######## block 1 ########
$ cat src/rtl/mem_access_unit_if.sv
// Memory-side bus of mem_access_unit: request/write/address/data out, ack/read data back.
interface mem_access_unit_if #(
  parameter int ADDR_W = 32,
  parameter int DATA_W = 32
);
  logic              mem_req;
  logic              mem_we;
  logic [ADDR_W-1:0] mem_addr;
  logic [DATA_W-1:0] mem_wdata;
  logic              mem_ack;
  logic [DATA_W-1:0] mem_rdata;

  modport master (
    output mem_req, mem_we, mem_addr, mem_wdata,
    input  mem_ack, mem_rdata
  );

  modport slave (
    input  mem_req, mem_we, mem_addr, mem_wdata,
    output mem_ack, mem_rdata
  );
endinterface

$ cat src/rtl/mem_access_unit.sv
// Single-outstanding memory access sequencer (IDLE -> ACCESS -> COMPLETE).
// Defining MEM_TIMEOUT_EN adds an 8-bit ACCESS-cycle counter that aborts after TIMEOUT cycles.
module mem_access_unit #(
  parameter int ADDR_W  = 32,
  parameter int DATA_W  = 32,
  parameter int TIMEOUT = 255
) (
  input  logic              clk,
  input  logic              reset,
  input  logic              start_rd,
  input  logic              start_wr,
  input  logic              is_instr,
  input  logic [ADDR_W-1:0] addr,
  input  logic [DATA_W-1:0] wdata,
  output logic              busy,
  output logic              done,
  output logic              err,
  output logic              ir_load,
  output logic              mdr_load,
  output logic [DATA_W-1:0] rdata_out,
  mem_access_unit_if.master mem
);

  typedef enum logic [1:0] {IDLE = 2'd0, ACCESS = 2'd1, COMPLETE = 2'd2} state_t;

  state_t            state_q, state_d;
  logic [ADDR_W-1:0] addr_q, addr_d;
  logic [DATA_W-1:0] wdata_q, wdata_d;
  logic [DATA_W-1:0] rdata_q, rdata_d;
  logic              instr_q, instr_d;
  logic              we_q, we_d;
  logic              err_q, err_d;
`ifdef MEM_TIMEOUT_EN
  logic [7:0]        cnt_q, cnt_d;
`endif

  logic start_any, start_bad;
  assign start_any = start_rd | start_wr;
  assign start_bad = (start_rd & start_wr) | (addr[1:0] != 2'b00);

  if (TIMEOUT < 1 || TIMEOUT > 255) begin : g_timeout_range
    $error("TIMEOUT must be in 1..255");
  end

  always_ff @(posedge clk or negedge reset) begin
    if (!reset) begin
      state_q <= IDLE;
      addr_q  <= '0;
      wdata_q <= '0;
      rdata_q <= '0;
      instr_q <= 1'b0;
      we_q    <= 1'b0;
      err_q   <= 1'b0;
`ifdef MEM_TIMEOUT_EN
      cnt_q   <= '0;
`endif
    end else begin
      state_q <= state_d;
      addr_q  <= addr_d;
      wdata_q <= wdata_d;
      rdata_q <= rdata_d;
      instr_q <= instr_d;
      we_q    <= we_d;
      err_q   <= err_d;
`ifdef MEM_TIMEOUT_EN
      cnt_q   <= cnt_d;
`endif
    end
  end

  // Rejected requests still pass through one ACCESS cycle (with mem_req held low)
  // so that every completion, good or bad, lands no earlier than cycle 2.
  always_comb begin
    state_d = state_q;
    addr_d  = addr_q;
    wdata_d = wdata_q;
    rdata_d = rdata_q;
    instr_d = instr_q;
    we_d    = we_q;
    err_d   = err_q;
`ifdef MEM_TIMEOUT_EN
    cnt_d   = '0;
`endif
    case (state_q)
      IDLE: begin
        if (start_any) begin
          err_d   = start_bad;
          state_d = ACCESS;
          if (!start_bad) begin
            addr_d  = addr;
            wdata_d = wdata;
            instr_d = is_instr;
            we_d    = start_wr;
          end
        end
      end
      ACCESS: begin
        if (err_q) begin
          state_d = COMPLETE;
        end else if (mem.mem_ack) begin
          if (!we_q) rdata_d = mem.mem_rdata;
          state_d = COMPLETE;
        end
`ifdef MEM_TIMEOUT_EN
        else if (cnt_q == 8'(TIMEOUT - 1)) begin
          err_d   = 1'b1;
          state_d = COMPLETE;
        end else begin
          cnt_d = cnt_q + 8'd1;
        end
`endif
      end
      COMPLETE: state_d = IDLE;
      default:  state_d = IDLE;
    endcase
  end

  assign busy          = (state_q != IDLE);
  assign done          = (state_q == COMPLETE);
  assign err           = done & err_q;
  assign ir_load       = done & ~err_q & ~we_q & instr_q;
  assign mdr_load      = done & ~err_q & ~we_q & ~instr_q;
  assign rdata_out     = rdata_q;
  assign mem.mem_req   = (state_q == ACCESS) & ~err_q;
  assign mem.mem_we    = (state_q == ACCESS) & ~err_q & we_q;
  assign mem.mem_addr  = addr_q;
  assign mem.mem_wdata = wdata_q;

endmodule

$ cat src/flat_wrapper.sv
// flat-port wrapper written by rule: the top's interface ports become plain ports
module mem_access_unit_flat 
#(
  parameter int ADDR_W  = 32,
  parameter int DATA_W  = 32,
  parameter int TIMEOUT = 255
)
  (clk, reset, start_rd, start_wr, is_instr, addr, wdata, busy, done, err, ir_load, mdr_load, rdata_out, mem_mem_req, mem_mem_we, mem_mem_addr, mem_mem_wdata, mem_mem_ack, mem_mem_rdata);
  mem_access_unit_if #(.ADDR_W(ADDR_W), .DATA_W(DATA_W)) mem_i ();
  input  logic clk;
  input  logic reset;
  input  logic start_rd;
  input  logic start_wr;
  input  logic is_instr;
  input  logic [ADDR_W-1:0] addr;
  input  logic [DATA_W-1:0] wdata;
  output logic busy;
  output logic done;
  output logic err;
  output logic ir_load;
  output logic mdr_load;
  output logic [DATA_W-1:0] rdata_out;
  output wire logic [$bits(mem_i.mem_req)-1:0] mem_mem_req;
  output wire logic [$bits(mem_i.mem_we)-1:0] mem_mem_we;
  output wire logic [$bits(mem_i.mem_addr)-1:0] mem_mem_addr;
  output wire logic [$bits(mem_i.mem_wdata)-1:0] mem_mem_wdata;
  input wire logic [$bits(mem_i.mem_ack)-1:0] mem_mem_ack;
  input wire logic [$bits(mem_i.mem_rdata)-1:0] mem_mem_rdata;
  assign mem_mem_req = mem_i.mem_req;
  assign mem_mem_we = mem_i.mem_we;
  assign mem_mem_addr = mem_i.mem_addr;
  assign mem_mem_wdata = mem_i.mem_wdata;
  assign mem_i.mem_ack = mem_mem_ack;
  assign mem_i.mem_rdata = mem_mem_rdata;
  mem_access_unit #(.ADDR_W(ADDR_W), .DATA_W(DATA_W), .TIMEOUT(TIMEOUT)) u_core (.clk(clk), .reset(reset), .start_rd(start_rd), .start_wr(start_wr), .is_instr(is_instr), .addr(addr), .wdata(wdata), .busy(busy), .done(done), .err(err), .ir_load(ir_load), .mdr_load(mdr_load), .rdata_out(rdata_out), .mem(mem_i));
endmodule
$ cat config.mk
export PLATFORM = sky130hd
export DESIGN_NAME = mem_access_unit_flat
export DESIGN_NICKNAME = d
export VERILOG_FILES = /design/src/rtl/mem_access_unit_if.sv /design/src/rtl/mem_access_unit.sv /design/src/flat_wrapper.sv
export SDC_FILE = /design/constraint.sdc
export NUM_CORES = 1
export LEC_CHECK = 0
export CORE_ASPECT_RATIO = 0.9
export CORE_MARGIN = 2
export CORE_UTILIZATION = 40
export DETAILED_ROUTE_END_ITERATION = 8
export GPL_ROUTABILITY_DRIVEN = 0
export GPL_TIMING_DRIVEN = 0
export HOLD_SLACK_MARGIN = 0.02
export PLACE_DENSITY = 0.92
export SLEW_MARGIN = 40
export SYNTH_ARGS = -nofsm -noshare
export SYNTH_HDL_FRONTEND = slang
export SYNTH_SLANG_ARGS = --single-unit
$ cat constraint.sdc
create_clock -name clk -period 5.1 [get_ports clk]
set_input_delay 1.02 -clock clk [delete_from_list [all_inputs] [get_ports clk]]
set_output_delay 1.02 -clock clk [all_outputs]
set_load 0.02 [all_outputs]
==> reports/results.tsv <==
stage	metric	value	unit
final_timing	cycle use final	0.5610	
finish	Reg area	2527	sq um
critical_path	FF-to-FF setup slack	3040	ps
global_routing	first-pass GRT wire length	15.82	mm
critical_path	Worst Setup EP	mdr_load	
worst_hold_path	HP Start	u_core.mem.mem_addr[0]	
outcome	status	complete, no violations	
pwr	Final Power	3889	uW
finish	# fillers	703	
finish	Signal buffers	216	
final_timing	Max Freq	349.5	MHz
critical_path	R2R Path Start	u_core.state_q[0]	
final_timing	Hold Violations, Final	0	
critical_path	Crit path max-delay family	buffers and inverters	
finish	Nets	547	
yosys	syn_nets	331	
finish	combinational share of cell area	0.2046	
critical_path	crit-path cells	nor2b_1, nand2_1, nor2_1, clkdlybuf4s50_1	
critical_path	Worst Setup Start Kind	flip-flop	
critical_path	worst stage delay on the critical path	660	ps
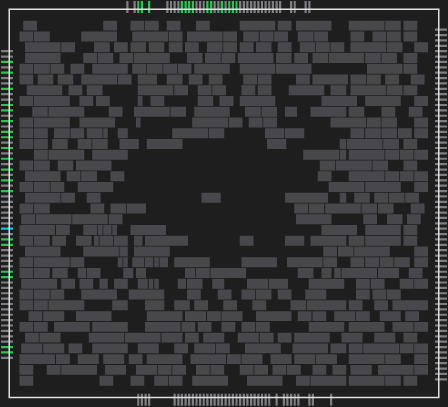
block_1/pinout.png
Pins as bars across the die edge, other pins in gray.
[`err`] cyan | pins: 1 | direction: output | edge: left
[`rdata_out`] green | pins: 32 | direction: output | edge: 19 left, 13 top

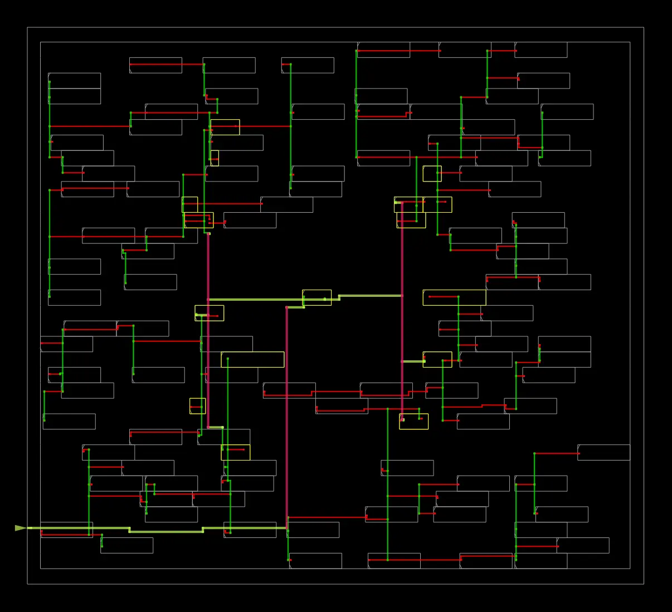
block_1/clock_nets.png
clk latency late pin: 360 ps
Num CTS Buffers: 9

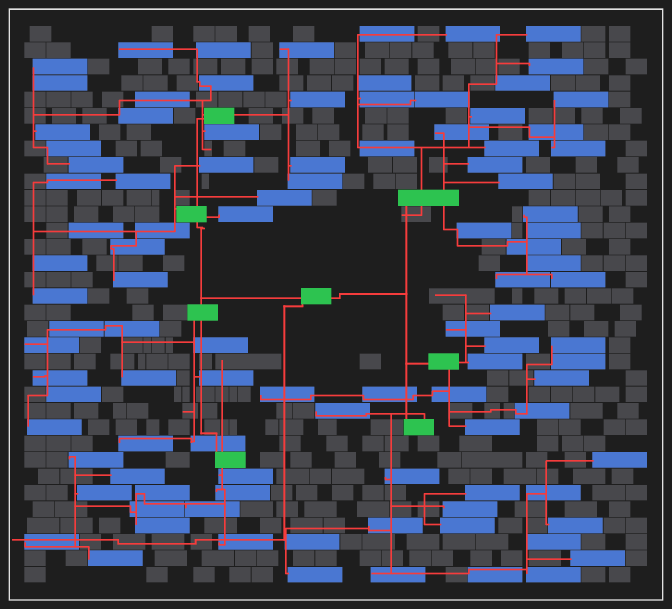
block_1/clock_wires.png
[clock wires] red | length: 1,170 um
[flip-flops] blue | count: 101
[clock-net drivers] green | count: 9
routed clock nets: 10


######## block 2 ########
block_2/clock_nets.png
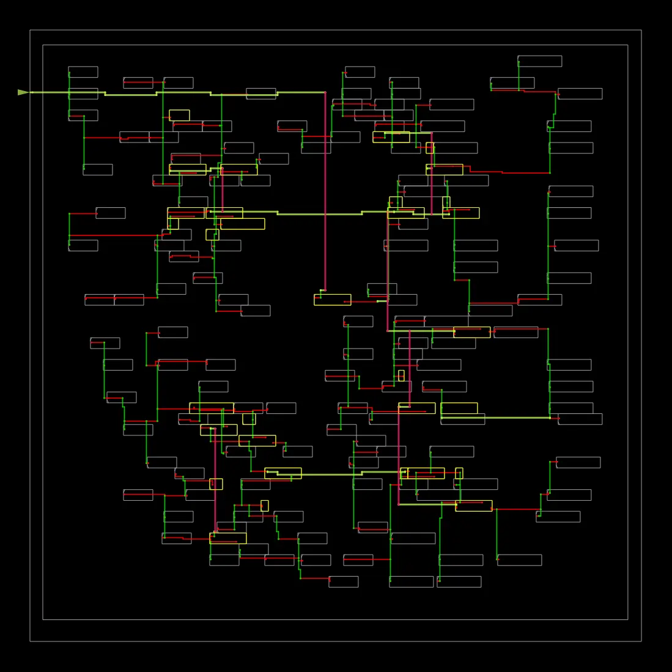
==> config.mk <==
export PLATFORM = sky130hd
export DESIGN_NAME = io_mmio_controller
export DESIGN_NICKNAME = d
export VERILOG_FILES = /design/src/rtl/io_mmio_controller.sv
export SDC_FILE = /design/constraint.sdc
export NUM_CORES = 1
export LEC_CHECK = 0
export ABC_AREA = 1
export CAP_MARGIN = 0
export CORE_MARGIN = 3
export CORE_UTILIZATION = 30
export CTS_CLUSTER_SIZE = 20
export DETAILED_ROUTE_END_ITERATION = 12
export GPL_TIMING_DRIVEN = 0
export PLACE_DENSITY = 0.49
export SYNTH_ARGS = -nofsm -noshare
export SYNTH_HDL_FRONTEND = slang
export SYNTH_SLANG_ARGS = --single-unit
==> constraint.sdc <==
create_clock -name clk -period 3.6 [get_ports clk]
set_clock_uncertainty 0.05 [all_clocks]
set_input_delay 0.72 -clock clk [delete_from_list [all_inputs] [get_ports clk]]
set_output_delay 0.72 -clock clk [all_outputs]
set_load 0.05 [all_outputs]
==> src/rtl/io_mmio_controller.sv <==
// MMIO block for the MIPS data bus: debounced BTNL/BTNR handshake flags,
// switch snapshot, display register and a scanned 8-digit seven-segment output.
module io_mmio_controller #(
  parameter int DEBOUNCE_CYCLES = 1000000,
  parameter int SCAN_DIV        = 100000
) (
  input  logic        clk,
  input  logic        reset,
  input  logic        we,
  input  logic [7:0]  addr,
  input  logic [31:0] wdata,
  output logic [31:0] rdata,
  input  logic        btnl,
  input  logic        btnr,
  input  logic [15:0] sw,
  output logic [7:0]  an,
  output logic        dp,
  output logic [6:0]  a2g
);

  localparam int DB_W = ($clog2(DEBOUNCE_CYCLES) > 0) ? $clog2(DEBOUNCE_CYCLES) : 1;
  localparam int SC_W = ($clog2(SCAN_DIV) > 0) ? $clog2(SCAN_DIV) : 1;
  localparam logic [DB_W-1:0] DB_MAX = DB_W'(DEBOUNCE_CYCLES - 1);
  localparam logic [SC_W-1:0] SC_MAX = SC_W'(SCAN_DIV - 1);

  // bit 0 = btnl (display ready), bit 1 = btnr (switch ready)
  logic [1:0]      sync1, sync2, stable, press;
  logic [DB_W-1:0] db_cnt [2];

  logic        sw_ready, disp_ready;
  logic [15:0] sw_snap;
  logic [31:0] disp_reg;

  logic [SC_W-1:0] scan_cnt;
  logic [2:0]      idx, idx_next;

  logic sel_status, sel_switch, sel_display;
  logic unused_addr_lsbs;

  assign sel_status  = addr[7] && (addr[6:2] == 5'd0);
  assign sel_switch  = addr[7] && (addr[6:2] == 5'd2);
  assign sel_display = addr[7] && (addr[6:2] == 5'd3);
  assign unused_addr_lsbs = ^addr[1:0];

  function automatic logic [6:0] seg7(input logic [3:0] d);
    case (d)
      4'h0: seg7 = 7'h40;
      4'h1: seg7 = 7'h79;
      4'h2: seg7 = 7'h24;
      4'h3: seg7 = 7'h30;
      4'h4: seg7 = 7'h19;
      4'h5: seg7 = 7'h12;
      4'h6: seg7 = 7'h02;
      4'h7: seg7 = 7'h78;
      4'h8: seg7 = 7'h00;
      4'h9: seg7 = 7'h10;
      4'hA: seg7 = 7'h08;
      4'hB: seg7 = 7'h03;
      4'hC: seg7 = 7'h46;
      4'hD: seg7 = 7'h21;
      4'hE: seg7 = 7'h06;
      default: seg7 = 7'h0E;
    endcase
  endfunction

  // press is registered on the same edge the stable level rises
  always_ff @(posedge clk) begin
    if (reset) begin
      sync1  <= '0;
      sync2  <= '0;
      stable <= '0;
      press  <= '0;
      for (int i = 0; i < 2; i++) db_cnt[i] <= '0;
    end else begin
      sync1 <= {btnr, btnl};
      sync2 <= sync1;
      for (int i = 0; i < 2; i++) begin
        press[i] <= 1'b0;
        if (sync2[i] == stable[i]) begin
          db_cnt[i] <= '0;
        end else if (db_cnt[i] == DB_MAX) begin
          stable[i] <= ~stable[i];
          press[i]  <= ~stable[i];
          db_cnt[i] <= '0;
        end else begin
          db_cnt[i] <= db_cnt[i] + DB_W'(1);
        end
      end
    end
  end

  // Flag sets take priority over any clear in the same cycle.
  always_ff @(posedge clk) begin
    if (reset) begin
      sw_ready   <= 1'b0;
      disp_ready <= 1'b0;
      sw_snap    <= '0;
      disp_reg   <= '0;
    end else begin
      if (press[1]) begin
        sw_ready <= 1'b1;
        sw_snap  <= sw;
      end else if (we && sel_status && wdata[1]) begin
        sw_ready <= 1'b0;
      end
      if (press[0])
        disp_ready <= 1'b1;
      else if (we && ((sel_status && wdata[0]) || sel_display))
        disp_ready <= 1'b0;
      if (we && sel_display)
        disp_reg <= wdata;
    end
  end

  always_comb begin
    rdata = '0;
    if (sel_status)       rdata = {30'b0, sw_ready, disp_ready};
    else if (sel_switch)  rdata = {16'b0, sw_snap};
    else if (sel_display) rdata = disp_reg;
  end

  assign idx_next = (scan_cnt == SC_MAX) ? idx + 3'd1 : idx;

  // an/a2g are registered from idx_next so they move on the same edge as idx
  always_ff @(posedge clk) begin
    if (reset) begin
      scan_cnt <= '0;
      idx      <= '0;
      an       <= 8'hFE;
      a2g      <= 7'h40;
    end else begin
      scan_cnt <= (scan_cnt == SC_MAX) ? '0 : scan_cnt + SC_W'(1);
      idx      <= idx_next;
      an       <= ~(8'b1 << idx_next);
      a2g      <= seg7(disp_reg[{idx_next, 2'b00} +: 4]);
    end
  end

  assign dp = 1'b1;

endmodule

==> reports/results.tsv <==
stage	metric	value	unit
clocking	Clk pin slew, worst setup/hold paths	60	ps
yosys	Seq share, synth	0.4702	
yosys	Basic Gates by Area	0.2847	
pwr	Switching Share	0.2207	
pwr	Net Switching	773.9	uW
final_timing	cycle use final	0.9627	
critical_path	CP max-delay cell	clkdlybuf4s50_1	
route	ANT nets after route	0	
global_routing	largest net degree at the start of global routing	17	
clocking	CTS Root Cell	clkbuf_16	
placed_design	Setup WS pre-CTS	-852.4	ps
pwr	cell-internal power	2733	uW
final_timing	Max Freq	288.5	MHz
outcome	status	complete, no violations	
pwr	PD cells	405.6	nW/um^2
## Picture notes: block_2/clock_nets.png
Num CTS Buffers: 17
Flops: 133
clk latency late pin: 420 ps



==> layout pictures side by side <==
Drive-strength map.
Plate I
Bar = 20 um.
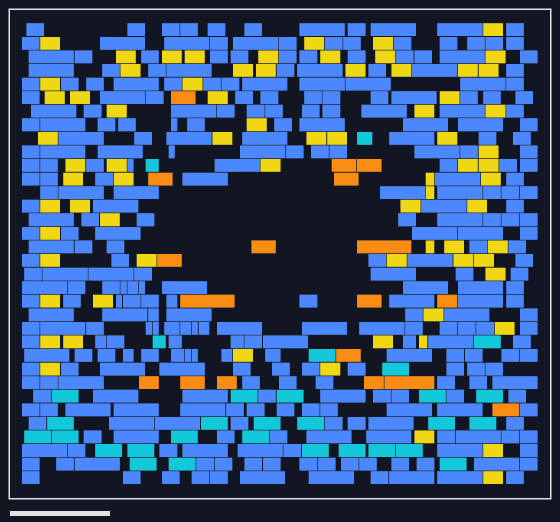
Plate II
Bar = 50 um.
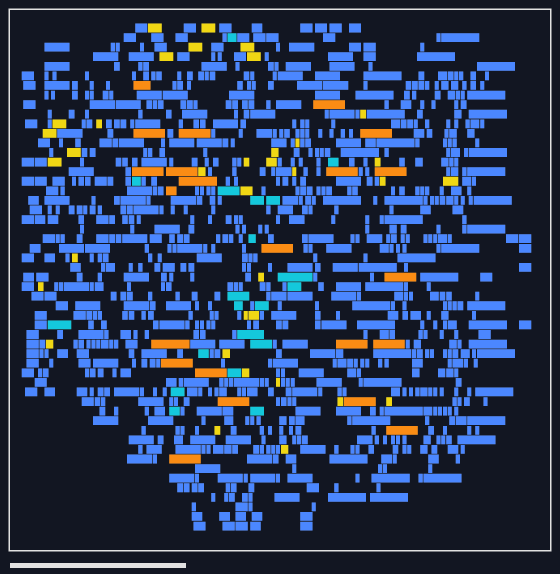
Of these, most cells: Plate II
Of these, largest die: Plate II
For block 2, see Plate II.
For block 1, see Plate I.

Power figures rest on the tool's default switching activity, not on a simulated workload.
